######## ifft_frame_addr_counter ########
ifft_frame_addr_counter, signal metal coverage by tile:
(8 px per um) The die is cut into 8 by 9 equal tiles; dark blue is low, red is high, scaled to the fullest tile. Values are wire area over tile area, all layers added.
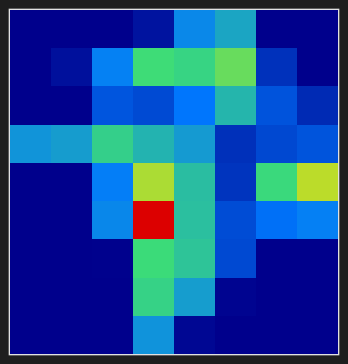

<file path="src/rtl/ifft_ctrl_pkg.sv">
// Shared IFFT control definitions: default size, FSM encoding and the
// bit-reversal helper used by the address counter and the memory address mux.
package ifft_ctrl_pkg;

  localparam int N_POINTS_DEF = 16;
  // Largest supported transform is 2048 points.
  localparam int MAX_ADDR_W   = 11;

  typedef enum logic {
    ST_IDLE = 1'b0,
    ST_RUN  = 1'b1
  } state_t;

  // Reverses the low 'width' bits of idx; bits at and above 'width' return 0.
  function automatic logic [MAX_ADDR_W-1:0] bit_rev(
    input logic [MAX_ADDR_W-1:0] idx,
    input int                    width
  );
    logic [MAX_ADDR_W-1:0] rev;
    rev = '0;
    for (int i = 0; i < MAX_ADDR_W; i++) begin
      if (i < width) rev[i] = idx[width-1-i];
    end
    return rev;
  endfunction

endpackage

</file>
<file path="src/rtl/ifft_frame_addr_counter.sv">
// Address/stage sequencer for the N-point radix-2 IFFT: natural and bit-reversed
// sample index plus stage index, framed by start/busy/frame_done; 1-cycle start latency.
module ifft_frame_addr_counter
  import ifft_ctrl_pkg::*;
#(
  parameter  int N_POINTS   = N_POINTS_DEF,
  localparam int ADDR_W     = $clog2(N_POINTS),
  localparam int NUM_STAGES = ADDR_W,
  localparam int STAGE_W    = (NUM_STAGES > 1) ? $clog2(NUM_STAGES) : 1
) (
  input  logic               clk,
  input  logic               rst,
  input  logic               start,
  input  logic               enable,
  input  logic               abort,
  input  logic               cont_mode,
  output logic               busy,
  output logic [ADDR_W-1:0]  idx,
  output logic [ADDR_W-1:0]  idx_rev,
  output logic [STAGE_W-1:0] stage,
  output logic               stage_last,
  output logic               frame_done
);

  localparam logic [ADDR_W-1:0]  IDX_MAX   = ADDR_W'(N_POINTS - 1);
  localparam logic [STAGE_W-1:0] STAGE_MAX = STAGE_W'(NUM_STAGES - 1);

  state_t               r_state;
  logic [ADDR_W-1:0]    r_idx;
  logic [STAGE_W-1:0]   r_stage;
  logic                 r_done;

  state_t               w_state_nxt;
  logic [ADDR_W-1:0]    w_idx_nxt;
  logic [STAGE_W-1:0]   w_stage_nxt;
  logic                 w_done_nxt;
  logic                 w_idx_at_max;
  logic                 w_stage_at_max;

  assign w_idx_at_max   = (r_idx == IDX_MAX);
  assign w_stage_at_max = (r_stage == STAGE_MAX);

  // All FSM and counter state lives in this one register process.
  always_ff @(posedge clk) begin
    if (!rst) begin
      r_state <= ST_IDLE;
      r_idx   <= '0;
      r_stage <= '0;
      r_done  <= 1'b0;
    end else begin
      r_state <= w_state_nxt;
      r_idx   <= w_idx_nxt;
      r_stage <= w_stage_nxt;
      r_done  <= w_done_nxt;
    end
  end

  always_comb begin
    w_state_nxt = r_state;
    w_idx_nxt   = r_idx;
    w_stage_nxt = r_stage;
    w_done_nxt  = 1'b0;

    if (abort) begin
      w_state_nxt = ST_IDLE;
      w_idx_nxt   = '0;
      w_stage_nxt = '0;
    end else begin
      unique case (r_state)
        ST_IDLE: begin
          w_idx_nxt   = '0;
          w_stage_nxt = '0;
          if (start) w_state_nxt = ST_RUN;
        end
        ST_RUN: begin
          if (enable) begin
            if (w_idx_at_max) begin
              w_idx_nxt = '0;
              // Explicit wrap keeps non-power-of-two stage counts correct.
              if (w_stage_at_max) begin
                w_stage_nxt = '0;
                w_done_nxt  = 1'b1;
                w_state_nxt = cont_mode ? ST_RUN : ST_IDLE;
              end else begin
                w_stage_nxt = r_stage + STAGE_W'(1);
              end
            end else begin
              w_idx_nxt = r_idx + ADDR_W'(1);
            end
          end
        end
        default: begin
          w_state_nxt = ST_IDLE;
          w_idx_nxt   = '0;
          w_stage_nxt = '0;
        end
      endcase
    end
  end

  always_comb begin
    busy       = (r_state == ST_RUN);
    idx        = r_idx;
    stage      = r_stage;
    frame_done = r_done;
    stage_last = busy && w_idx_at_max;
    idx_rev    = ADDR_W'(bit_rev(MAX_ADDR_W'(r_idx), ADDR_W));
  end

endmodule

</file>
<file path="config.mk">
export PLATFORM = sky130hd
export DESIGN_NAME = ifft_frame_addr_counter
export DESIGN_NICKNAME = d
export VERILOG_FILES = /design/src/rtl/ifft_ctrl_pkg.sv /design/src/rtl/ifft_frame_addr_counter.sv
export SDC_FILE = /design/constraint.sdc
export NUM_CORES = 1
export LEC_CHECK = 0
export CORE_AREA = 2 2 39 41
export DETAILED_ROUTE_END_ITERATION = 10
export DIE_AREA = 0 0 41 43
export DONT_BUFFER_PORTS = 1
export GPL_TIMING_DRIVEN = 0
export PLACE_DENSITY = 0.48
export SYNTH_ARGS = -nofsm -noshare
export SYNTH_HDL_FRONTEND = slang
export SYNTH_SLANG_ARGS = --single-unit
export TNS_END_PERCENT = 50
</file>
<file path="constraint.sdc">
create_clock -name clk -period 2.5 [get_ports clk]
set_input_delay 0.75 -clock clk [delete_from_list [all_inputs] [get_ports clk]]
set_output_delay 0.75 -clock clk [all_outputs]
set_load 0.02 [all_outputs]
</file>
######## instr_encoder ########
===== src/rtl/instr_encoder.sv =====
// Encodes decoded operation requests into 32-bit MIPS words and queues them
// in a show-ahead FIFO that the fetch stage drains over a valid/ready handshake.
module instr_encoder #(
  parameter int DEPTH = 8
) (
  input  logic                     clk,
  input  logic                     rst_b,
  input  logic                     flush,
  input  logic                     in_valid,
  output logic                     in_ready,
  input  logic [4:0]               in_op,
  input  logic [4:0]               in_rs,
  input  logic [4:0]               in_rt,
  input  logic [4:0]               in_rd,
  input  logic [4:0]               in_shamt,
  input  logic [25:0]              in_imm,
  output logic                     out_valid,
  input  logic                     out_ready,
  output logic [31:0]              out_instr,
  output logic [$clog2(DEPTH):0]   count,
  output logic                     err
);

  localparam int AW = $clog2(DEPTH);
  localparam int CW = AW + 1;

  localparam logic [4:0] OP_ADD     = 5'd0;
  localparam logic [4:0] OP_ADDU    = 5'd1;
  localparam logic [4:0] OP_AND     = 5'd2;
  localparam logic [4:0] OP_JR      = 5'd3;
  localparam logic [4:0] OP_OR      = 5'd4;
  localparam logic [4:0] OP_SLL     = 5'd5;
  localparam logic [4:0] OP_SLT     = 5'd6;
  localparam logic [4:0] OP_SUB     = 5'd7;
  localparam logic [4:0] OP_SYSCALL = 5'd8;
  localparam logic [4:0] OP_ADDI    = 5'd9;
  localparam logic [4:0] OP_LUI     = 5'd10;
  localparam logic [4:0] OP_ADDIU   = 5'd11;
  localparam logic [4:0] OP_ORI     = 5'd12;
  localparam logic [4:0] OP_LW      = 5'd13;
  localparam logic [4:0] OP_SW      = 5'd14;
  localparam logic [4:0] OP_BEQ     = 5'd15;
  localparam logic [4:0] OP_BNE     = 5'd16;
  localparam logic [4:0] OP_J       = 5'd17;
  localparam logic [4:0] OP_JAL     = 5'd18;

  localparam logic [5:0] FN_SLL  = 6'h00;
  localparam logic [5:0] FN_JR   = 6'h08;
  localparam logic [5:0] FN_ADD  = 6'h20;
  localparam logic [5:0] FN_ADDU = 6'h21;
  localparam logic [5:0] FN_SUB  = 6'h22;
  localparam logic [5:0] FN_AND  = 6'h24;
  localparam logic [5:0] FN_OR   = 6'h25;
  localparam logic [5:0] FN_SLT  = 6'h2A;

  localparam logic [5:0] OPC_J     = 6'h02;
  localparam logic [5:0] OPC_JAL   = 6'h03;
  localparam logic [5:0] OPC_BEQ   = 6'h04;
  localparam logic [5:0] OPC_BNE   = 6'h05;
  localparam logic [5:0] OPC_ADDI  = 6'h08;
  localparam logic [5:0] OPC_ADDIU = 6'h09;
  localparam logic [5:0] OPC_ORI   = 6'h0D;
  localparam logic [5:0] OPC_LUI   = 6'h0F;
  localparam logic [5:0] OPC_LW    = 6'h23;
  localparam logic [5:0] OPC_SW    = 6'h2B;

  localparam logic [31:0] SYSCALL_WORD = 32'h0000000C;

  function automatic logic [31:0] rType(input logic [4:0] rs, input logic [4:0] rt,
                                        input logic [4:0] rd, input logic [4:0] shamt,
                                        input logic [5:0] funct);
    return {6'h00, rs, rt, rd, shamt, funct};
  endfunction

  function automatic logic [31:0] iType(input logic [5:0] opc, input logic [4:0] rs,
                                        input logic [4:0] rt, input logic [15:0] imm);
    return {opc, rs, rt, imm};
  endfunction

  logic [31:0]   encWord;
  logic          legalOp;
  logic          accept;
  logic          push;
  logic          pop;

  logic [AW-1:0] wrPtr_q, wrPtr_d;
  logic [AW-1:0] rdPtr_q, rdPtr_d;
  logic [CW-1:0] count_q, count_d;
  logic          err_q, err_d;
  logic [31:0]   mem [DEPTH];

  // Unused fields are forced to zero so the stored word is canonical for each op.
  always_comb begin
    encWord = 32'h0;
    legalOp = 1'b1;
    case (in_op)
      OP_ADD:     encWord = rType(in_rs, in_rt, in_rd, 5'd0, FN_ADD);
      OP_ADDU:    encWord = rType(in_rs, in_rt, in_rd, 5'd0, FN_ADDU);
      OP_AND:     encWord = rType(in_rs, in_rt, in_rd, 5'd0, FN_AND);
      OP_JR:      encWord = rType(in_rs, 5'd0, 5'd0, 5'd0, FN_JR);
      OP_OR:      encWord = rType(in_rs, in_rt, in_rd, 5'd0, FN_OR);
      OP_SLL:     encWord = rType(5'd0, in_rt, in_rd, in_shamt, FN_SLL);
      OP_SLT:     encWord = rType(in_rs, in_rt, in_rd, 5'd0, FN_SLT);
      OP_SUB:     encWord = rType(in_rs, in_rt, in_rd, 5'd0, FN_SUB);
      OP_SYSCALL: encWord = SYSCALL_WORD;
      OP_ADDI:    encWord = iType(OPC_ADDI, in_rs, in_rt, in_imm[15:0]);
      OP_LUI:     encWord = iType(OPC_LUI, 5'd0, in_rt, in_imm[15:0]);
      OP_ADDIU:   encWord = iType(OPC_ADDIU, in_rs, in_rt, in_imm[15:0]);
      OP_ORI:     encWord = iType(OPC_ORI, in_rs, in_rt, in_imm[15:0]);
      OP_LW:      encWord = iType(OPC_LW, in_rs, in_rt, in_imm[15:0]);
      OP_SW:      encWord = iType(OPC_SW, in_rs, in_rt, in_imm[15:0]);
      OP_BEQ:     encWord = iType(OPC_BEQ, in_rs, in_rt, in_imm[15:0]);
      OP_BNE:     encWord = iType(OPC_BNE, in_rs, in_rt, in_imm[15:0]);
      OP_J:       encWord = {OPC_J, in_imm};
      OP_JAL:     encWord = {OPC_JAL, in_imm};
      default:    legalOp = 1'b0;
    endcase
  end

  assign in_ready  = (count_q != CW'(DEPTH));
  assign out_valid = (count_q != '0);
  assign out_instr = mem[rdPtr_q];
  assign count     = count_q;
  assign err       = err_q;

  assign accept = in_valid && in_ready;
  assign push   = accept && legalOp;
  assign pop    = out_valid && out_ready;

  // Flush wins over everything; an illegal request is still consumed but only flags err.
  always_comb begin
    wrPtr_d = wrPtr_q;
    rdPtr_d = rdPtr_q;
    count_d = count_q;
    err_d   = 1'b0;
    if (flush) begin
      wrPtr_d = '0;
      rdPtr_d = '0;
      count_d = '0;
    end else begin
      if (push) wrPtr_d = wrPtr_q + AW'(1);
      if (pop)  rdPtr_d = rdPtr_q + AW'(1);
      if (push && !pop) count_d = count_q + CW'(1);
      else if (pop && !push) count_d = count_q - CW'(1);
      err_d = accept && !legalOp;
    end
  end

  always_ff @(posedge clk or negedge rst_b) begin
    if (!rst_b) begin
      wrPtr_q <= '0;
      rdPtr_q <= '0;
      count_q <= '0;
      err_q   <= 1'b0;
    end else begin
      wrPtr_q <= wrPtr_d;
      rdPtr_q <= rdPtr_d;
      count_q <= count_d;
      err_q   <= err_d;
    end
  end

  // Storage is deliberately not reset; occupancy alone decides what is valid.
  always_ff @(posedge clk) begin
    if (push && !flush) mem[wrPtr_q] <= encWord;
  end

endmodule


===== config.mk =====
export PLATFORM = sky130hd
export DESIGN_NAME = instr_encoder
export DESIGN_NICKNAME = d
export VERILOG_FILES = /design/src/rtl/instr_encoder.sv
export SDC_FILE = /design/constraint.sdc
export NUM_CORES = 1
export LEC_CHECK = 0
export CORE_UTILIZATION = 40
export DETAILED_ROUTE_END_ITERATION = 6
export MAX_ROUTING_LAYER = met4
export PLACE_DENSITY_LB_ADDON = 0.25
export SLEW_MARGIN = 20
export SYNTH_ARGS = -nofsm -noshare
export SYNTH_HDL_FRONTEND = slang
export SYNTH_SLANG_ARGS = --single-unit

===== constraint.sdc =====
create_clock -name clk -period 5.9 [get_ports clk]
set_input_delay 1.18 -clock clk [delete_from_list [all_inputs] [get_ports clk]]
set_output_delay 1.18 -clock clk [all_outputs]
set_load 0.05 [all_outputs]

######## mem_lsu_flat ########
[src/rtl/mem_lsu_pkg.sv]
// mem_lsu_pkg: shared encodings for the load/store unit.
//   SZ_*          access size encodings on the size port
//   lsu_state_e   FSM state encoding
//   is_bad_access misaligned / reserved-size detection
package mem_lsu_pkg;

  localparam logic [1:0] SZ_BYTE = 2'b00;
  localparam logic [1:0] SZ_HALF = 2'b01;
  localparam logic [1:0] SZ_WORD = 2'b10;
  localparam logic [1:0] SZ_RSVD = 2'b11;

  typedef enum logic [2:0] {
    S_IDLE   = 3'd0,
    S_ACCESS = 3'd1,
    S_WRITE  = 3'd2,
    S_DONE   = 3'd3,
    S_ERR    = 3'd4
  } lsu_state_e;

  // Halfwords need addr[0]=0, words need addr[1:0]=0; reserved size always faults.
  function automatic logic is_bad_access(input logic [1:0] size, input logic [1:0] a);
    logic bad;
    case (size)
      SZ_HALF: bad = a[0];
      SZ_WORD: bad = |a;
      SZ_RSVD: bad = 1'b1;
      default: bad = 1'b0;
    endcase
    return bad;
  endfunction

endpackage

[src/rtl/mem_lsu_if.sv]
// mem_lsu_if: request/response bundle between the control path and the LSU,
// plus the LSU's word-memory port.
//   slave  : LSU side (takes requests, drives memory address/data/enable)
//   master : requester + memory side (drives requests and mem_rd)
interface mem_lsu_if;
  logic        req;
  logic        wr;
  logic [1:0]  size;
  logic        sign_ext;
  logic [31:0] addr;
  logic [31:0] wdata;
  logic        busy;
  logic        done;
  logic        err;
  logic [31:0] rdata;
  logic [31:0] mem_address;
  logic [31:0] mem_wd;
  logic        mem_we;
  logic [31:0] mem_rd;

  modport slave (
    input  req, wr, size, sign_ext, addr, wdata, mem_rd,
    output busy, done, err, rdata, mem_address, mem_wd, mem_we
  );

  modport master (
    output req, wr, size, sign_ext, addr, wdata, mem_rd,
    input  busy, done, err, rdata, mem_address, mem_wd, mem_we
  );
endinterface

[src/rtl/mem_lane_mux.sv]
// mem_lane_mux: combinational byte/half lane select for the LSU.
//   word     memory word being accessed
//   a        addr[1:0] of the access
//   size     SZ_* encoding
//   sign_ext extend loads with sign (1) or zeros (0)
//   wdata_lo low 16 bits of store data
//   ld_val   extracted and extended load value
//   st_word  word with the addressed lane replaced by store data
module mem_lane_mux
  import mem_lsu_pkg::*;
#(
  parameter bit BIG_ENDIAN = 1'b1
) (
  input  logic [31:0] word,
  input  logic [1:0]  a,
  input  logic [1:0]  size,
  input  logic        sign_ext,
  input  logic [15:0] wdata_lo,
  output logic [31:0] ld_val,
  output logic [31:0] st_word
);

  logic [1:0]  byte_lane;
  logic        half_lane;
  logic [7:0]  b;
  logic [15:0] h;

  always_comb begin
    // Big-endian puts byte offset 0 in the top lane: lane = 3-k = ~k.
    byte_lane = BIG_ENDIAN ? ~a : a;
    half_lane = BIG_ENDIAN ? ~a[1] : a[1];
    b = word[8*byte_lane +: 8];
    h = word[16*half_lane +: 16];

    case (size)
      SZ_BYTE: ld_val = {{24{sign_ext & b[7]}}, b};
      SZ_HALF: ld_val = {{16{sign_ext & h[15]}}, h};
      default: ld_val = word;
    endcase

    st_word = word;
    case (size)
      SZ_BYTE: st_word[8*byte_lane +: 8]   = wdata_lo[7:0];
      SZ_HALF: st_word[16*half_lane +: 16] = wdata_lo;
      default: ;
    endcase
  end

endmodule

[src/rtl/mem_lsu.sv]
// mem_lsu: load/store initiator turning byte/half/word accesses into word
// accesses on a single-ported word memory. Sub-word stores read-modify-write.
//   clk, rst_n : clock, synchronous active-low reset
//   bus        : mem_lsu_if.slave (request, status, load result, memory port)
module mem_lsu
  import mem_lsu_pkg::*;
#(
  parameter bit BIG_ENDIAN = 1'b1
) (
  input  logic     clk,
  input  logic     rst_n,
  mem_lsu_if.slave bus
);

  lsu_state_e  state_q, state_d;
  logic        wr_q, wr_d;
  logic        sext_q, sext_d;
  logic [1:0]  size_q, size_d;
  logic [1:0]  alo_q, alo_d;
  logic [31:0] wdata_q, wdata_d;
  logic [31:0] buf_q, buf_d;
  logic [31:0] rdata_q, rdata_d;
  logic [31:0] maddr_q, maddr_d;
  logic        busy_q, busy_d;
  logic        done_q, done_d;
  logic        err_q, err_d;

  logic [31:0] lane_word, ld_val, st_word;

  // Loads extract straight from the memory read in ACCESS; merges in WRITE
  // work on the word buffered at the end of ACCESS.
  assign lane_word = (state_q == S_ACCESS) ? bus.mem_rd : buf_q;

  mem_lane_mux #(.BIG_ENDIAN(BIG_ENDIAN)) u_lane (
    .word     (lane_word),
    .a        (alo_q),
    .size     (size_q),
    .sign_ext (sext_q),
    .wdata_lo (wdata_q[15:0]),
    .ld_val   (ld_val),
    .st_word  (st_word)
  );

  always_comb begin
    state_d = state_q;
    wr_d    = wr_q;
    sext_d  = sext_q;
    size_d  = size_q;
    alo_d   = alo_q;
    wdata_d = wdata_q;
    buf_d   = buf_q;
    rdata_d = rdata_q;
    maddr_d = maddr_q;

    case (state_q)
      S_IDLE: begin
        if (bus.req) begin
          wr_d    = bus.wr;
          size_d  = bus.size;
          sext_d  = bus.sign_ext;
          alo_d   = bus.addr[1:0];
          wdata_d = bus.wdata;
          if (is_bad_access(bus.size, bus.addr[1:0])) begin
            // Faulting accesses leave the memory address untouched.
            state_d = S_ERR;
          end else begin
            maddr_d = {bus.addr[31:2], 2'b00};
            state_d = (bus.wr && bus.size == SZ_WORD) ? S_WRITE : S_ACCESS;
          end
        end
      end
      S_ACCESS: begin
        buf_d = bus.mem_rd;
        if (wr_q) begin
          state_d = S_WRITE;
        end else begin
          rdata_d = ld_val;
          state_d = S_DONE;
        end
      end
      S_WRITE: state_d = S_DONE;
      default: state_d = S_IDLE;
    endcase

    busy_d = (state_d != S_IDLE);
    done_d = (state_d == S_DONE) || (state_d == S_ERR);
    err_d  = (state_d == S_ERR);
  end

  always_ff @(posedge clk) begin
    if (!rst_n) begin
      state_q <= S_IDLE;
      wr_q    <= 1'b0;
      sext_q  <= 1'b0;
      size_q  <= 2'b00;
      alo_q   <= 2'b00;
      wdata_q <= '0;
      buf_q   <= '0;
      rdata_q <= '0;
      maddr_q <= '0;
      busy_q  <= 1'b0;
      done_q  <= 1'b0;
      err_q   <= 1'b0;
    end else begin
      state_q <= state_d;
      wr_q    <= wr_d;
      sext_q  <= sext_d;
      size_q  <= size_d;
      alo_q   <= alo_d;
      wdata_q <= wdata_d;
      buf_q   <= buf_d;
      rdata_q <= rdata_d;
      maddr_q <= maddr_d;
      busy_q  <= busy_d;
      done_q  <= done_d;
      err_q   <= err_d;
    end
  end

  assign bus.busy        = busy_q;
  assign bus.done        = done_q;
  assign bus.err         = err_q;
  assign bus.rdata       = rdata_q;
  assign bus.mem_address = maddr_q;
  // Gated by rst_n so a reset landing on WRITE never commits a write.
  assign bus.mem_we      = (state_q == S_WRITE) & rst_n;
  assign bus.mem_wd      = (state_q != S_WRITE) ? '0 :
                           (size_q == SZ_WORD)  ? wdata_q : st_word;

endmodule
[src/flat_wrapper.sv]
// flat-port wrapper written by rule: the top's interface ports become plain ports
module mem_lsu_flat import mem_lsu_pkg::*;
#(
  parameter bit BIG_ENDIAN = 1'b1
)
  (clk, rst_n, bus_req, bus_wr, bus_size, bus_sign_ext, bus_addr, bus_wdata, bus_mem_rd, bus_busy, bus_done, bus_err, bus_rdata, bus_mem_address, bus_mem_wd, bus_mem_we);
  mem_lsu_if bus_i ();
  input  logic clk;
  input  logic rst_n;
  input wire logic [$bits(bus_i.req)-1:0] bus_req;
  input wire logic [$bits(bus_i.wr)-1:0] bus_wr;
  input wire logic [$bits(bus_i.size)-1:0] bus_size;
  input wire logic [$bits(bus_i.sign_ext)-1:0] bus_sign_ext;
  input wire logic [$bits(bus_i.addr)-1:0] bus_addr;
  input wire logic [$bits(bus_i.wdata)-1:0] bus_wdata;
  input wire logic [$bits(bus_i.mem_rd)-1:0] bus_mem_rd;
  output wire logic [$bits(bus_i.busy)-1:0] bus_busy;
  output wire logic [$bits(bus_i.done)-1:0] bus_done;
  output wire logic [$bits(bus_i.err)-1:0] bus_err;
  output wire logic [$bits(bus_i.rdata)-1:0] bus_rdata;
  output wire logic [$bits(bus_i.mem_address)-1:0] bus_mem_address;
  output wire logic [$bits(bus_i.mem_wd)-1:0] bus_mem_wd;
  output wire logic [$bits(bus_i.mem_we)-1:0] bus_mem_we;
  assign bus_i.req = bus_req;
  assign bus_i.wr = bus_wr;
  assign bus_i.size = bus_size;
  assign bus_i.sign_ext = bus_sign_ext;
  assign bus_i.addr = bus_addr;
  assign bus_i.wdata = bus_wdata;
  assign bus_i.mem_rd = bus_mem_rd;
  assign bus_busy = bus_i.busy;
  assign bus_done = bus_i.done;
  assign bus_err = bus_i.err;
  assign bus_rdata = bus_i.rdata;
  assign bus_mem_address = bus_i.mem_address;
  assign bus_mem_wd = bus_i.mem_wd;
  assign bus_mem_we = bus_i.mem_we;
  mem_lsu #(.BIG_ENDIAN(BIG_ENDIAN)) u_core (.clk(clk), .rst_n(rst_n), .bus(bus_i));
endmodule
[config.mk]
export PLATFORM = sky130hd
export DESIGN_NAME = mem_lsu_flat
export DESIGN_NICKNAME = d
export VERILOG_FILES = /design/src/rtl/mem_lsu_pkg.sv /design/src/rtl/mem_lsu_if.sv /design/src/rtl/mem_lane_mux.sv /design/src/rtl/mem_lsu.sv /design/src/flat_wrapper.sv
export SDC_FILE = /design/constraint.sdc
export NUM_CORES = 1
export LEC_CHECK = 0
export CAP_MARGIN = 10
export CORE_UTILIZATION = 40
export DETAILED_ROUTE_END_ITERATION = 12
export PLACE_DENSITY_LB_ADDON = 0.15
export SETUP_SLACK_MARGIN = 0.05
export SYNTH_ARGS = -nofsm -noshare
export SYNTH_HDL_FRONTEND = slang
export SYNTH_SLANG_ARGS = --single-unit
[constraint.sdc]
create_clock -name clk -period 5.8 [get_ports clk]
set_input_delay 0.87 -clock clk [delete_from_list [all_inputs] [get_ports clk]]
set_output_delay 0.87 -clock clk [all_outputs]
set_load 0.03 [all_outputs]
######## fpu8_op_scheduler ########
$ cat src/rtl/fpu8_op_scheduler.sv
// Request-level controller for the 8-bit FPU: operand screening, datapath dispatch
// with watchdog, one response per request, sticky exception flags and completion count.

`ifndef _ADDITION
`define _ADDITION       2'b00
`endif
`ifndef _SUBTRACTION
`define _SUBTRACTION    2'b01
`endif
`ifndef _MULTIPLICATION
`define _MULTIPLICATION 2'b10
`endif
`ifndef _DIVISION
`define _DIVISION       2'b11
`endif
`ifndef _NO_EXCE
`define _NO_EXCE        3'b000
`endif
`ifndef _qNAN_EXCE
`define _qNAN_EXCE      3'b001
`endif
`ifndef _INF_EXCE
`define _INF_EXCE       3'b010
`endif
`ifndef _ZERO_DIV_EXCE
`define _ZERO_DIV_EXCE  3'b100
`endif

// Operand screen for the 1-4-3 float format (sign, 4-bit exponent, 3-bit mantissa).
module EXCEPTION_MODULE (
  input  logic [1:0] OP,
  input  logic [7:0] A,
  input  logic [7:0] B,
  output logic       OP_IS_EXCEPTION,
  output logic [2:0] FP_EXCE
);
  logic a_nan_s, b_nan_s, a_inf_s, b_inf_s, a_zero_s, b_zero_s;

  assign a_nan_s  = (A[6:3] == 4'hF) && (A[2:0] != 3'b000);
  assign b_nan_s  = (B[6:3] == 4'hF) && (B[2:0] != 3'b000);
  assign a_inf_s  = (A[6:3] == 4'hF) && (A[2:0] == 3'b000);
  assign b_inf_s  = (B[6:3] == 4'hF) && (B[2:0] == 3'b000);
  assign a_zero_s = (A[6:0] == 7'd0);
  assign b_zero_s = (B[6:0] == 7'd0);

  // NaN inputs take priority over the operation-specific invalid cases
  always_comb begin
    FP_EXCE = `_NO_EXCE;
    if (a_nan_s || b_nan_s) begin
      FP_EXCE = `_qNAN_EXCE;
    end else begin
      case (OP)
        `_ADDITION:
          if (a_inf_s && b_inf_s && (A[7] != B[7])) FP_EXCE = `_INF_EXCE;
          else FP_EXCE = `_NO_EXCE;
        `_SUBTRACTION:
          if (a_inf_s && b_inf_s && (A[7] == B[7])) FP_EXCE = `_INF_EXCE;
          else FP_EXCE = `_NO_EXCE;
        `_MULTIPLICATION:
          if ((a_zero_s && b_inf_s) || (a_inf_s && b_zero_s)) FP_EXCE = `_INF_EXCE;
          else FP_EXCE = `_NO_EXCE;
        `_DIVISION:
          if ((a_zero_s && b_zero_s) || (a_inf_s && b_inf_s)) FP_EXCE = `_INF_EXCE;
          else if (b_zero_s) FP_EXCE = `_ZERO_DIV_EXCE;
          else FP_EXCE = `_NO_EXCE;
        default: FP_EXCE = `_NO_EXCE;
      endcase
    end
  end

  assign OP_IS_EXCEPTION = (FP_EXCE != `_NO_EXCE);
endmodule

module fpu8_op_scheduler #(
  parameter int         TIMEOUT_CYCLES = 16,
  parameter logic [7:0] QNAN_VALUE     = 8'h7F
) (
  input  logic       CLK,
  input  logic       RST,
  input  logic       REQ_VALID,
  output logic       REQ_READY,
  input  logic [1:0] REQ_OP,
  input  logic [7:0] REQ_A,
  input  logic [7:0] REQ_B,
  output logic       DP_START,
  output logic [1:0] DP_OP,
  output logic [7:0] DP_A,
  output logic [7:0] DP_B,
  input  logic       DP_DONE,
  input  logic [7:0] DP_RESULT,
  output logic       RSP_VALID,
  input  logic       RSP_READY,
  output logic [7:0] RSP_RESULT,
  output logic       RSP_IS_EXCE,
  output logic [2:0] RSP_EXCE,
  output logic       RSP_TIMEOUT,
  input  logic       FLAG_CLR,
  output logic [2:0] FLAGS,
  output logic [7:0] OP_COUNT
);
  localparam int WD_W = (TIMEOUT_CYCLES < 1) ? 1 : $clog2(TIMEOUT_CYCLES + 1);
  localparam logic [WD_W-1:0] WD_LIMIT = WD_W'(TIMEOUT_CYCLES);

  typedef enum logic [1:0] {ST_IDLE = 2'b00, ST_CHECK = 2'b01, ST_EXEC = 2'b10, ST_RESP = 2'b11} state_t;

  state_t state_r, next_state_s;
  logic            req_ready_r, dp_start_r, rsp_valid_r, rsp_is_exce_r, rsp_timeout_r;
  logic [1:0]      dp_op_r;
  logic [7:0]      dp_a_r, dp_b_r, rsp_result_r, op_count_r;
  logic [2:0]      rsp_exce_r, flags_r, flag_set_s, fp_exce_s;
  logic [WD_W-1:0] wd_cnt_r;
  logic            op_is_exce_s, accept_s, timeout_s;

  // Maps an exception code onto its sticky flag bit {divzero, invalid-inf, qNaN}
  function automatic logic [2:0] exce_to_flag(input logic [2:0] exce);
    case (exce)
      `_ZERO_DIV_EXCE: exce_to_flag = 3'b100;
      `_INF_EXCE:      exce_to_flag = 3'b010;
      `_qNAN_EXCE:     exce_to_flag = 3'b001;
      default:         exce_to_flag = 3'b000;
    endcase
  endfunction

  EXCEPTION_MODULE u_exce (
    .OP              (dp_op_r),
    .A               (dp_a_r),
    .B               (dp_b_r),
    .OP_IS_EXCEPTION (op_is_exce_s),
    .FP_EXCE         (fp_exce_s)
  );

  assign accept_s = (state_r == ST_IDLE) && REQ_VALID && req_ready_r;

  // Next-state decode; DP_DONE beats the watchdog when both land in the same cycle
  always_comb begin
    next_state_s = state_r;
    timeout_s    = 1'b0;
    case (state_r)
      ST_IDLE:  if (accept_s) next_state_s = ST_CHECK; else next_state_s = ST_IDLE;
      ST_CHECK: if (op_is_exce_s) next_state_s = ST_RESP; else next_state_s = ST_EXEC;
      ST_EXEC: begin
        if (DP_DONE) begin
          next_state_s = ST_RESP;
        end else if (wd_cnt_r == WD_LIMIT) begin
          next_state_s = ST_RESP;
          timeout_s    = 1'b1;
        end else begin
          next_state_s = ST_EXEC;
        end
      end
      ST_RESP:  if (RSP_READY) next_state_s = ST_IDLE; else next_state_s = ST_RESP;
      default:  next_state_s = ST_IDLE;
    endcase
  end

  // Flag set only happens when an operand exception sends CHECK straight to RESP
  always_comb begin
    flag_set_s = 3'b000;
    if (state_r == ST_CHECK && op_is_exce_s) flag_set_s = exce_to_flag(fp_exce_s);
    else flag_set_s = 3'b000;
  end

  // State register and state-decoded handshake outputs, registered from next state
  always_ff @(posedge CLK or posedge RST) begin
    if (RST) begin
      state_r     <= ST_IDLE;
      req_ready_r <= 1'b1;
      rsp_valid_r <= 1'b0;
      dp_start_r  <= 1'b0;
    end else begin
      state_r     <= next_state_s;
      req_ready_r <= (next_state_s == ST_IDLE);
      rsp_valid_r <= (next_state_s == ST_RESP);
      dp_start_r  <= (state_r == ST_CHECK) && (next_state_s == ST_EXEC);
    end
  end

  // Operand latch, held from CHECK through EXEC
  always_ff @(posedge CLK or posedge RST) begin
    if (RST) begin
      dp_op_r <= 2'b00;
      dp_a_r  <= 8'h00;
      dp_b_r  <= 8'h00;
    end else if (accept_s) begin
      dp_op_r <= REQ_OP;
      dp_a_r  <= REQ_A;
      dp_b_r  <= REQ_B;
    end else begin
      dp_op_r <= dp_op_r;
      dp_a_r  <= dp_a_r;
      dp_b_r  <= dp_b_r;
    end
  end

  // Watchdog: cleared while in CHECK so it starts at zero on EXEC entry
  always_ff @(posedge CLK or posedge RST) begin
    if (RST) begin
      wd_cnt_r <= {WD_W{1'b0}};
    end else if (state_r == ST_CHECK) begin
      wd_cnt_r <= {WD_W{1'b0}};
    end else if (state_r == ST_EXEC && !DP_DONE && wd_cnt_r != WD_LIMIT) begin
      wd_cnt_r <= wd_cnt_r + WD_W'(1);
    end else begin
      wd_cnt_r <= wd_cnt_r;
    end
  end

  // Response payload, loaded on the transition into RESP and held until handshake
  always_ff @(posedge CLK or posedge RST) begin
    if (RST) begin
      rsp_result_r  <= 8'h00;
      rsp_is_exce_r <= 1'b0;
      rsp_exce_r    <= `_NO_EXCE;
      rsp_timeout_r <= 1'b0;
    end else if (state_r == ST_CHECK && op_is_exce_s) begin
      rsp_result_r  <= QNAN_VALUE;
      rsp_is_exce_r <= 1'b1;
      rsp_exce_r    <= fp_exce_s;
      rsp_timeout_r <= 1'b0;
    end else if (state_r == ST_EXEC && DP_DONE) begin
      rsp_result_r  <= DP_RESULT;
      rsp_is_exce_r <= 1'b0;
      rsp_exce_r    <= `_NO_EXCE;
      rsp_timeout_r <= 1'b0;
    end else if (timeout_s) begin
      rsp_result_r  <= QNAN_VALUE;
      rsp_is_exce_r <= 1'b1;
      rsp_exce_r    <= `_NO_EXCE;
      rsp_timeout_r <= 1'b1;
    end else begin
      rsp_result_r  <= rsp_result_r;
      rsp_is_exce_r <= rsp_is_exce_r;
      rsp_exce_r    <= rsp_exce_r;
      rsp_timeout_r <= rsp_timeout_r;
    end
  end

  // Sticky flags (a same-cycle set overrides the clear) and completion counter
  always_ff @(posedge CLK or posedge RST) begin
    if (RST) begin
      flags_r    <= 3'b000;
      op_count_r <= 8'h00;
    end else begin
      flags_r <= (FLAG_CLR ? 3'b000 : flags_r) | flag_set_s;
      if (state_r == ST_RESP && RSP_READY) op_count_r <= op_count_r + 8'd1;
      else op_count_r <= op_count_r;
    end
  end

  assign REQ_READY   = req_ready_r;
  assign DP_START    = dp_start_r;
  assign DP_OP       = dp_op_r;
  assign DP_A        = dp_a_r;
  assign DP_B        = dp_b_r;
  assign RSP_VALID   = rsp_valid_r;
  assign RSP_RESULT  = rsp_result_r;
  assign RSP_IS_EXCE = rsp_is_exce_r;
  assign RSP_EXCE    = rsp_exce_r;
  assign RSP_TIMEOUT = rsp_timeout_r;
  assign FLAGS       = flags_r;
  assign OP_COUNT    = op_count_r;
endmodule

$ cat config.mk
export PLATFORM = sky130hd
export DESIGN_NAME = fpu8_op_scheduler
export DESIGN_NICKNAME = d
export VERILOG_FILES = /design/src/rtl/fpu8_op_scheduler.sv
export SDC_FILE = /design/constraint.sdc
export NUM_CORES = 1
export LEC_CHECK = 0
export ABC_AREA = 1
export CAP_MARGIN = 20
export CORE_AREA = 2 2 107 57
export DETAILED_ROUTE_END_ITERATION = 12
export DIE_AREA = 0 0 109 59
export PLACE_DENSITY = 0.78
export SLEW_MARGIN = 25
export SYNTH_ARGS = -nofsm -noshare
export SYNTH_HDL_FRONTEND = slang
export SYNTH_SLANG_ARGS = --single-unit
$ cat constraint.sdc
create_clock -name CLK -period 2 [get_ports CLK]
set_input_delay 0.6 -clock CLK [delete_from_list [all_inputs] [get_ports CLK]]
set_output_delay 0.6 -clock CLK [all_outputs]
set_load 0.03 [all_outputs]

==> gallery <==
M3 wires.
shot_01.png
(3 px per um) Cells faint in the background.
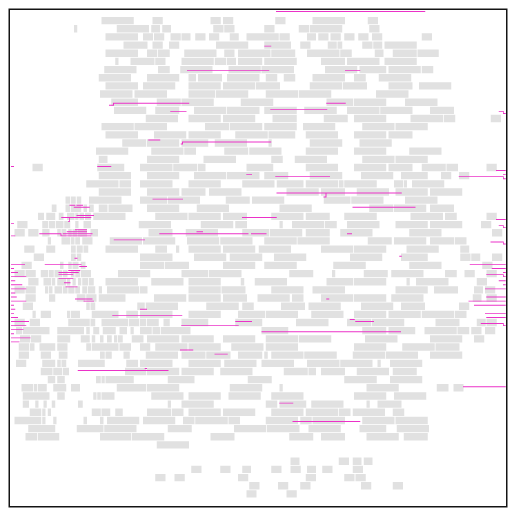
shot_02.png
(3 px per um) Cells faint in the background.
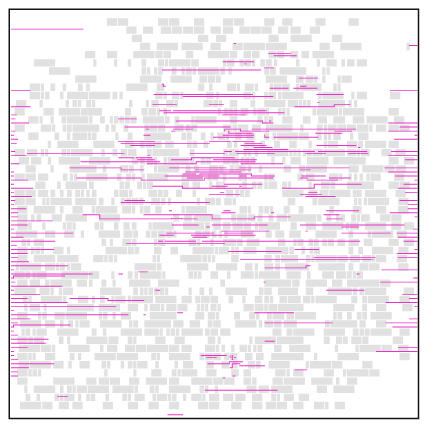
shot_03.png
(6 px per um) Cells faint in the background.
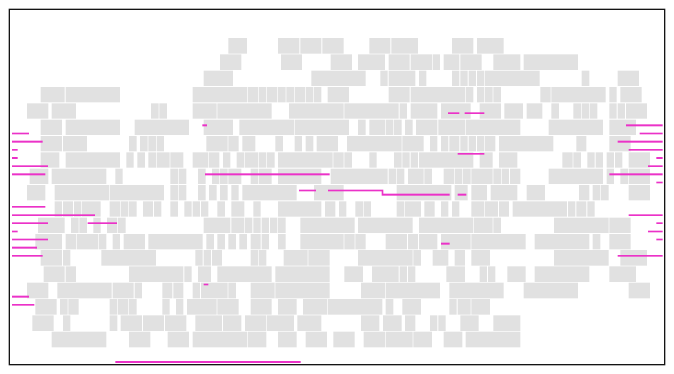
shot_04.png
(12 px per um) Cells faint in the background.
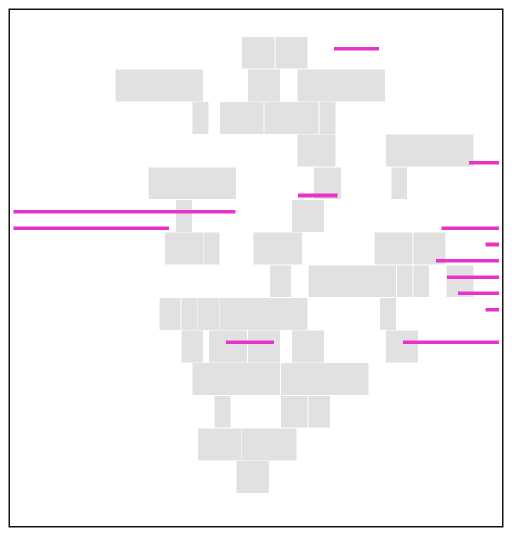
- largest die: shot_01.png
- smallest die: shot_04.png
- shot_01.png = instr_encoder
- shot_04.png = ifft_frame_addr_counter
- shot_03.png = fpu8_op_scheduler
- shot_02.png = mem_lsu_flat

Key to shot_02.png:
The longest straight run is 52.4 um. The layer carries 2570 um of wire. 194 nets have wire on it. The wires run mostly horizontal. The layer holds 10% of the routed length.

fpu8_op_scheduler, pin placement:
(6 px per um) Pins as bars across the die edge, other pins in grey.
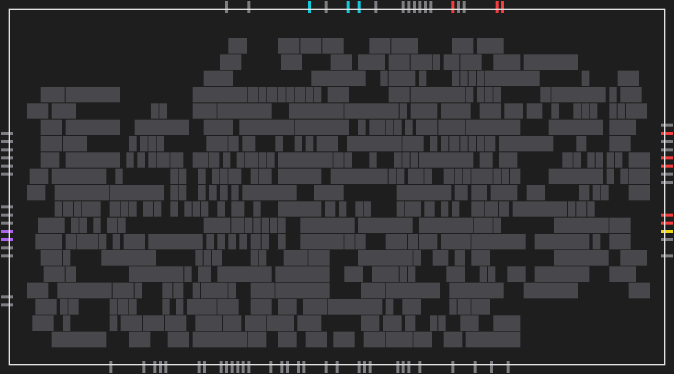
`RSP_RESULT`: shown in red, pins 8, direction output, edge 5 east, 3 north. `REQ_OP`: shown in purple, pins 2, direction input, edge west. `FLAGS`: shown in cyan, pins 3, direction output, edge north. `DP_START`: shown in yellow, pins 1, direction output, edge east.
All pins by edge: 31 south, 18 north, 15 west, 13 east.

fpu8_op_scheduler, congestion heat map:
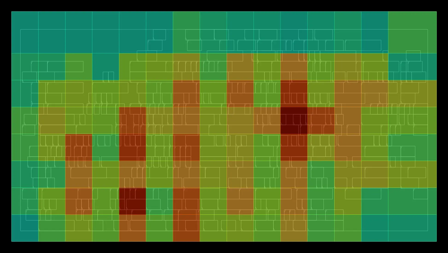
met3 capacity usage during global routing: 3.96%
global routing usage on met1: 21.5%
final core utilization: 65.1%
Routed wire per std cell: 12.4 um
met2 Use GR: 36.1%

==> summary.txt, fpu8_op_scheduler <==
Entry: Yosys synthesis followed by OpenROAD place and route.

Yosys:
- The run puts the cell count listed in synth_stat.txt at 285.
- In this run, synthesis produced a sequential element count of ~52.
- The run puts the area fraction of the dominant cell type after synthesis at 51.5%.
- In this run, the synthesized area fraction spent on adder and majority cells is recorded as 1.51%.
- The run gives the count of library flops with an enable pin as 0.
- The average instance in the mapped netlist occupies 8.70 um^2.
- The run puts the xor/xnor cell area share of the yosys netlist at under 10%.

CTS:
- The run puts the number of buffers created by CTS at 5.
- The run gives the CTS tree as yes.

Layout:
- The sequential cells in the finished layout cover a total of 1300 um^2.
- By area, the class that comes first in the final layout consists of flip-flops and latches.

Final timing:
- The run puts the measured slew at the worst slew-check pin at 433 ps.
- The final hold violation count recorded for this run is 0.
- The run puts the maximum clock frequency at 0.510 GHz.
- Hold timing on the final database bottoms out at a slack of 482 ps.
- The clock period could shrink to slightly below 2000 ps.
- The run puts the ratio of final minimum period to clock period at a little over nine tenths.

Place:
- The run puts the worst slack at placement at 105 ps.

Pwr:
- Per report_power, the clock group accounts for 12.5% of the total.
- The run gives the combinational fraction of design power as 51.3%.

Detailed routing:
- In the log, the iteration count for the first detailed-route pass is 4.

Worst setup path:
- The run gives the path depth of the worst reg2reg path as 12.
- Traced cell by cell, the critical path runs through clkdlybuf4s50_1.
- The kind of cell with the highest combined delay along the critical path is buffers and inverters.

Global routing:
- The run puts the overall overflow remaining after global route at 0.

Run:
- The run reported a max-capacitance violation count of 0.

Status:
- The run finished with clean final reports.
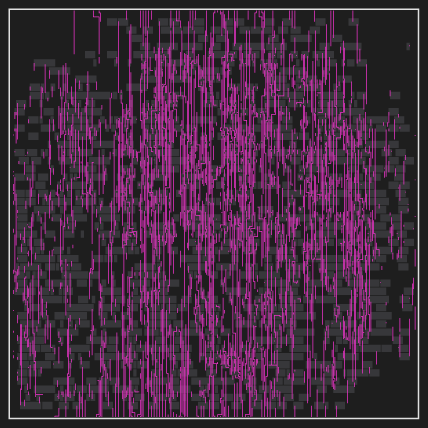
mem_lsu_flat: M2 wires
(3 px per um) Cells faint in the background.
The layer holds 44% of the routed length. 949 nets have wire on it. The layer carries 11300 um of wire. The wires run mostly vertical. The longest straight run is 56.1 um.

==> summary.txt, mem_lsu_flat <==
Entry: Yosys synthesis followed by OpenROAD place and route.

CTS:
- The clock tree synthesis step divided the H-tree into 4 levels.
- In this run the clock root is driven by a clkbuf_16.
- The run gives the clock insertion delay at the later pin of the skew report as 440 ps.
- The number of clock buffers added by TritonCTS is 17.

Layout:
- The finished design was reported to have a net count of between 1000 and 1500.
- The run puts the fraction of layout instances using a drive strength above 1 at 6.12%.
- The run gives the commonest non-fill, non-tap cell in the layout as nand2_1.
- The run puts the antenna diode count at 0.
- The run puts the finished layout cell area at ~9900 um^2.
- The run gives the layout buffer count excluding clock buffers as 213.
- Once layout is complete, the utilization of the core stands at 56.6%.

Detailed routing:
- The run gives the via count normalized by instance count as 5.77.
- The run gives the number of design-rule violations left by the first detailed-router iteration as 912.
- The run gives the final routed wirelength across all metal layers as 25700 um.

Yosys:
- The most used flip-flop cell after synthesis is dfxtp_1.
- The run gives the chip area from the yosys synthesis statistics as 7170 um^2.
- For reference, the top cells by area after synthesis are dfxtp_1 39%, nand2_1 12%, a21oi_1 8.0%.
- The run puts the xor/xnor cell area share of the yosys netlist at 0.122%.
- The cell type that accounts for the most area after synthesis is dfxtp_1.
- The synth_stat.txt file lists the number of cells as 948.
- The run gives the adder and majority gate portion of the synthesized area as 0.872%.
- The run gives the summed instance area of the synthesized netlist as 7170 um^2.
- The run puts the number of different library cells in the post-synthesis netlist at ~60.
- The run puts the synthesis-stage register bit count at 138.

Global routing:
- The run gives the global routing's busiest layer as met2.
- After global routing the overflow that remains totals 0.
- The run puts the number of global-route vias before repair at 6824.
- Global routing used around 28% of the available tracks.
- The run gives the global-route met2 utilization as 41.6%.

Worst setup path:
- For reference, the critical path is launched at u_core.alo_q[0].
- Per the OpenROAD timing report, the critical path contains 6 cells.
- The worst setup path is launched from a register.
- For reference, the most critical setup path is categorized as reg2out.
- The timing report shows the most common cell along the critical path to be a211oi_1.
- Along the worst path, the maximum fanout reaches 17.
- The cell sequence reported for the critical path is inv_1 > ha_1 > nor3b_1 > a211oi_1 > a211oi_1 > clkdlybuf4s50_1.

Final timing:
- Across all checked pins, the minimum headroom to the slew limit is 31.8%.
- The run puts the ratio of final minimum period to clock period at 81.1%.
- The transition time recorded at the tightest slew-check pin is 1020 ps.
- The final timing report lists a hold violation count of 0.

Place:
- The placement summary gives the final routability congestion estimate as 0.919.
- The run puts the placed wire-length estimate after detailed placement at 17800 um.

Pwr:
- The run gives the static leakage as 3.54 nW.
- The share of total power dissipated in the clock network is 35.1%.
- The run puts the sequential share of power at a little over a third.
- The run puts the power consumed by sequential cells at between 1 and 1.5 mW.
- The run gives the combinational fraction of design power as 29.9%.
- The run puts the net switching component of the power at 1.11 mW.
- The flow reported a cell area power density of between 300 and 400 nW/um^2.
- The run gives the power in the clock group as 1.12 mW.

Floorplanning:
- The run gives the height of the die as 136 um.
- The run gives the area of the core as ~17000 um^2.

Status:
- The flow ran to the end, and the final reports show no timing, DRC or antenna violations.
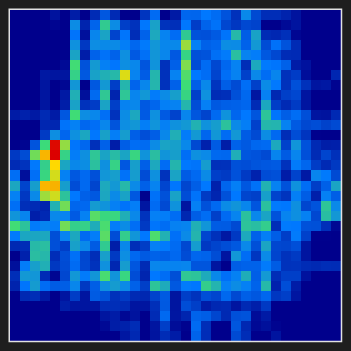
instr_encoder: signal metal coverage by tile
(2 px per um) The die is cut into 33 by 33 equal tiles; dark blue is low, red is high, scaled to the fullest tile. Values are wire area over tile area, all layers added.
The mean over all tiles is 0.12. 19% of the tiles are nearly empty. The densest ninth of the die: west. 2.4% of the tiles are over half the peak. The emptiest ninth of the die: south-east. The fullest tile reaches 0.64.
all-layer global routing usage: 16.0%
vias after detailed routing: 5443

==> summary.txt, instr_encoder <==
Entry: Yosys synthesis followed by OpenROAD place and route.

Pwr:
- Per report_power, the combinational group accounts for 26.4% of the total.
- The run gives the net switching component of the power as 1.48 mW.

Final timing:
- The worst pin sits at a relative slew slack of 28.5%.
- The run puts the worst hold slack at around 550 ps.

Yosys:
- The run puts the adder and majority gate portion of the synthesized area at 0.656%.

Layout:
- The run gives the antenna diode count as 0.
- The run gives the flip-flop count of the largest register, all copies and words added as about 250.
- Counting the inverters off the clock network in the layout gives 10.
- The run puts the area added between synthesis and finish at 21.2%.

Global routing:
- The run puts the met3 usage in global routing at 2.05%.
- The run puts the met1 layer usage reported by global route at 20.3%.

Place:
- The run gives the total cell area at the placement stage as 12000 um^2.

CTS:
- On the reported timing paths, the clock transition at the registers reads around 60 ps.

Run:
- The tool warning count for the run is 26.

Detailed routing:
- The run gives the final routed wirelength across all metal layers as 20800 um.
- The run puts the residual DRC count at 12.
- Wire segments on met2 add up to 10700 um in the final route.

Worst setup path:
- Across all register-to-register paths, the minimum setup slack is 3270 ps.
- The run puts the maximum fanout along the worst path at 38.
- The critical path's slowest stage uses the library cell dfrtp_4.

Status:
- The final reports fail on design-rule violations.
- The run finished, with violations left.

Floorplanning:
- The run gives the number of ports placed on the die boundary as roughly 95.
ifft_frame_addr_counter, M2 wires:
(12 px per um) Cells faint in the background.
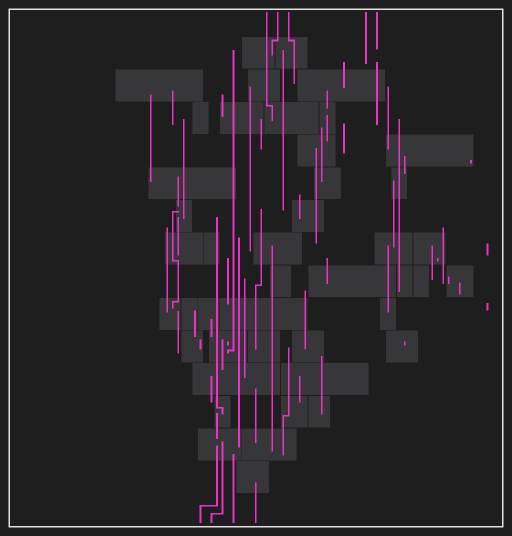
The layer holds 46% of the routed length. 43 nets have wire on it. The longest straight run is 25.0 um.
vias after detailed routing: 290
met2 Use GR: 11.9%
DRT Wirelength: 723 um

About 'signal metal coverage by tile' of ifft_frame_addr_counter:
6.9% of the tiles are over half the peak. 43% of the tiles are nearly empty. The densest ninth of the die: centre. The fullest tile reaches 0.37.

==> summary.txt, ifft_frame_addr_counter <==
Entry: Yosys synthesis followed by OpenROAD place and route.

Status:
- The flow ran to the end, and the final reports show no timing, DRC or antenna violations.

Worst setup path:
- The run gives the maximum single-stage delay on the critical path as 550 ps.
- Per STA, the endpoint of the critical path is stage_last.
- The signal on the critical path passes through ha_1 > nand3_1 > nor2_1.
- For the worst reg-to-reg path, the startpoint reported by OpenROAD is idx[0].

Floorplanning:
- The run puts the effective utilization at floorplan at 27.3%.

CTS:
- The run puts the number of gates resized after cts at 0.

Yosys:
- The run gives the synthesized netlist net count as 49.
- The run puts the synthesized instance count at roughly 41.
- Of the post-synthesis cell area, the part taken by muxes is 5.30%.
- In this run, synthesis inferred 0 flip-flops with an integrated enable.

Layout:
- The run puts the fill cell instance count of the final layout at 155.
- Counting plain and timing-repair buffers in the layout gives 4.

Pwr:
- The run gives the static leakage as 0.156 nW.

Final timing:
- The run gives the final number of setup-violating endpoints as 0.


==> layout pictures side by side <==
Pin placement.
Plate I
(3 px per um) Pins as bars across the die edge, other pins in grey.
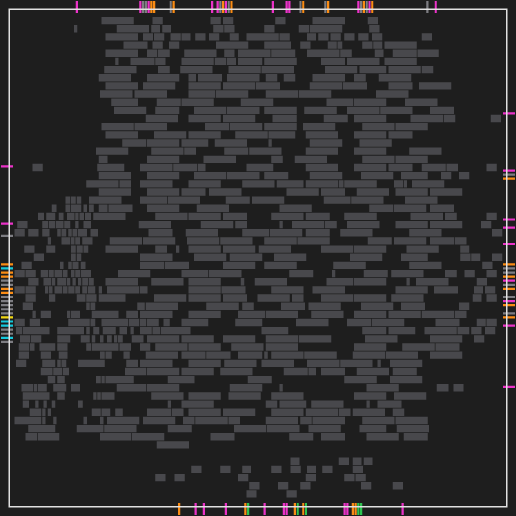
Plate II
(3 px per um) Pins as bars across the die edge, other pins in grey.
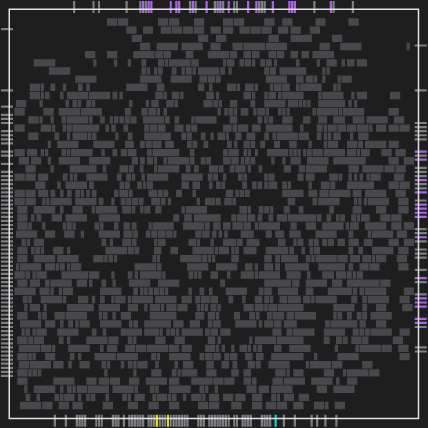
Plate III
(12 px per um) Pins as bars across the die edge, other pins in grey.
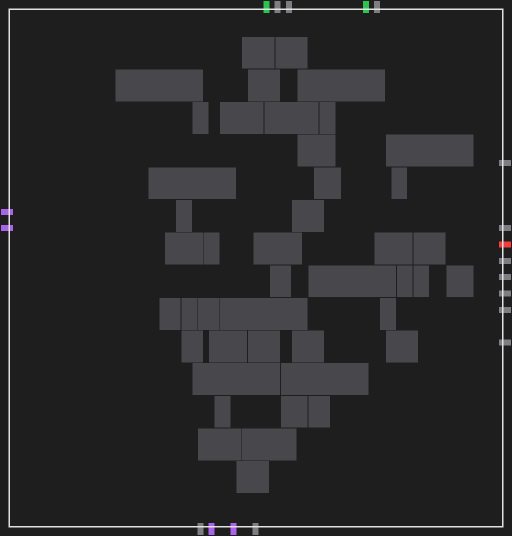
Of these, fewest pins: Plate III
Plate III: ifft_frame_addr_counter
Plate I: instr_encoder
Plate II: mem_lsu_flat


==> screenshots <==
Congestion heat map.
image #1
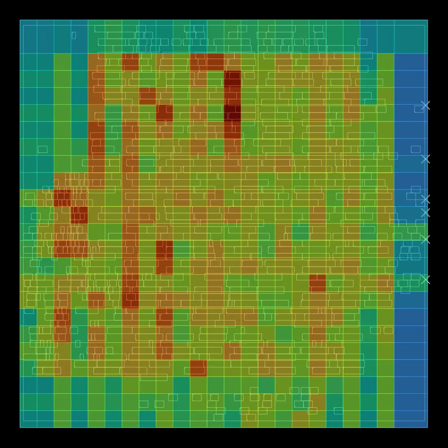
image #2
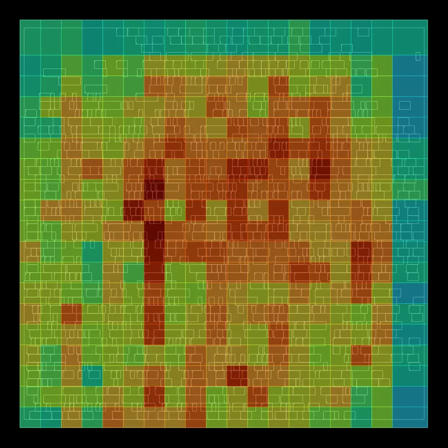
image #3
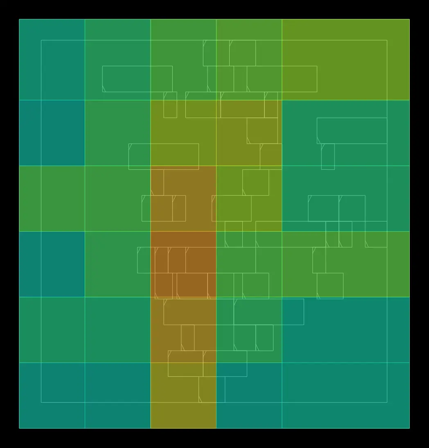
mem_lsu_flat -> image #2
instr_encoder -> image #1
ifft_frame_addr_counter -> image #3

No activity file was given, so power comes from the tool's default toggle rates.
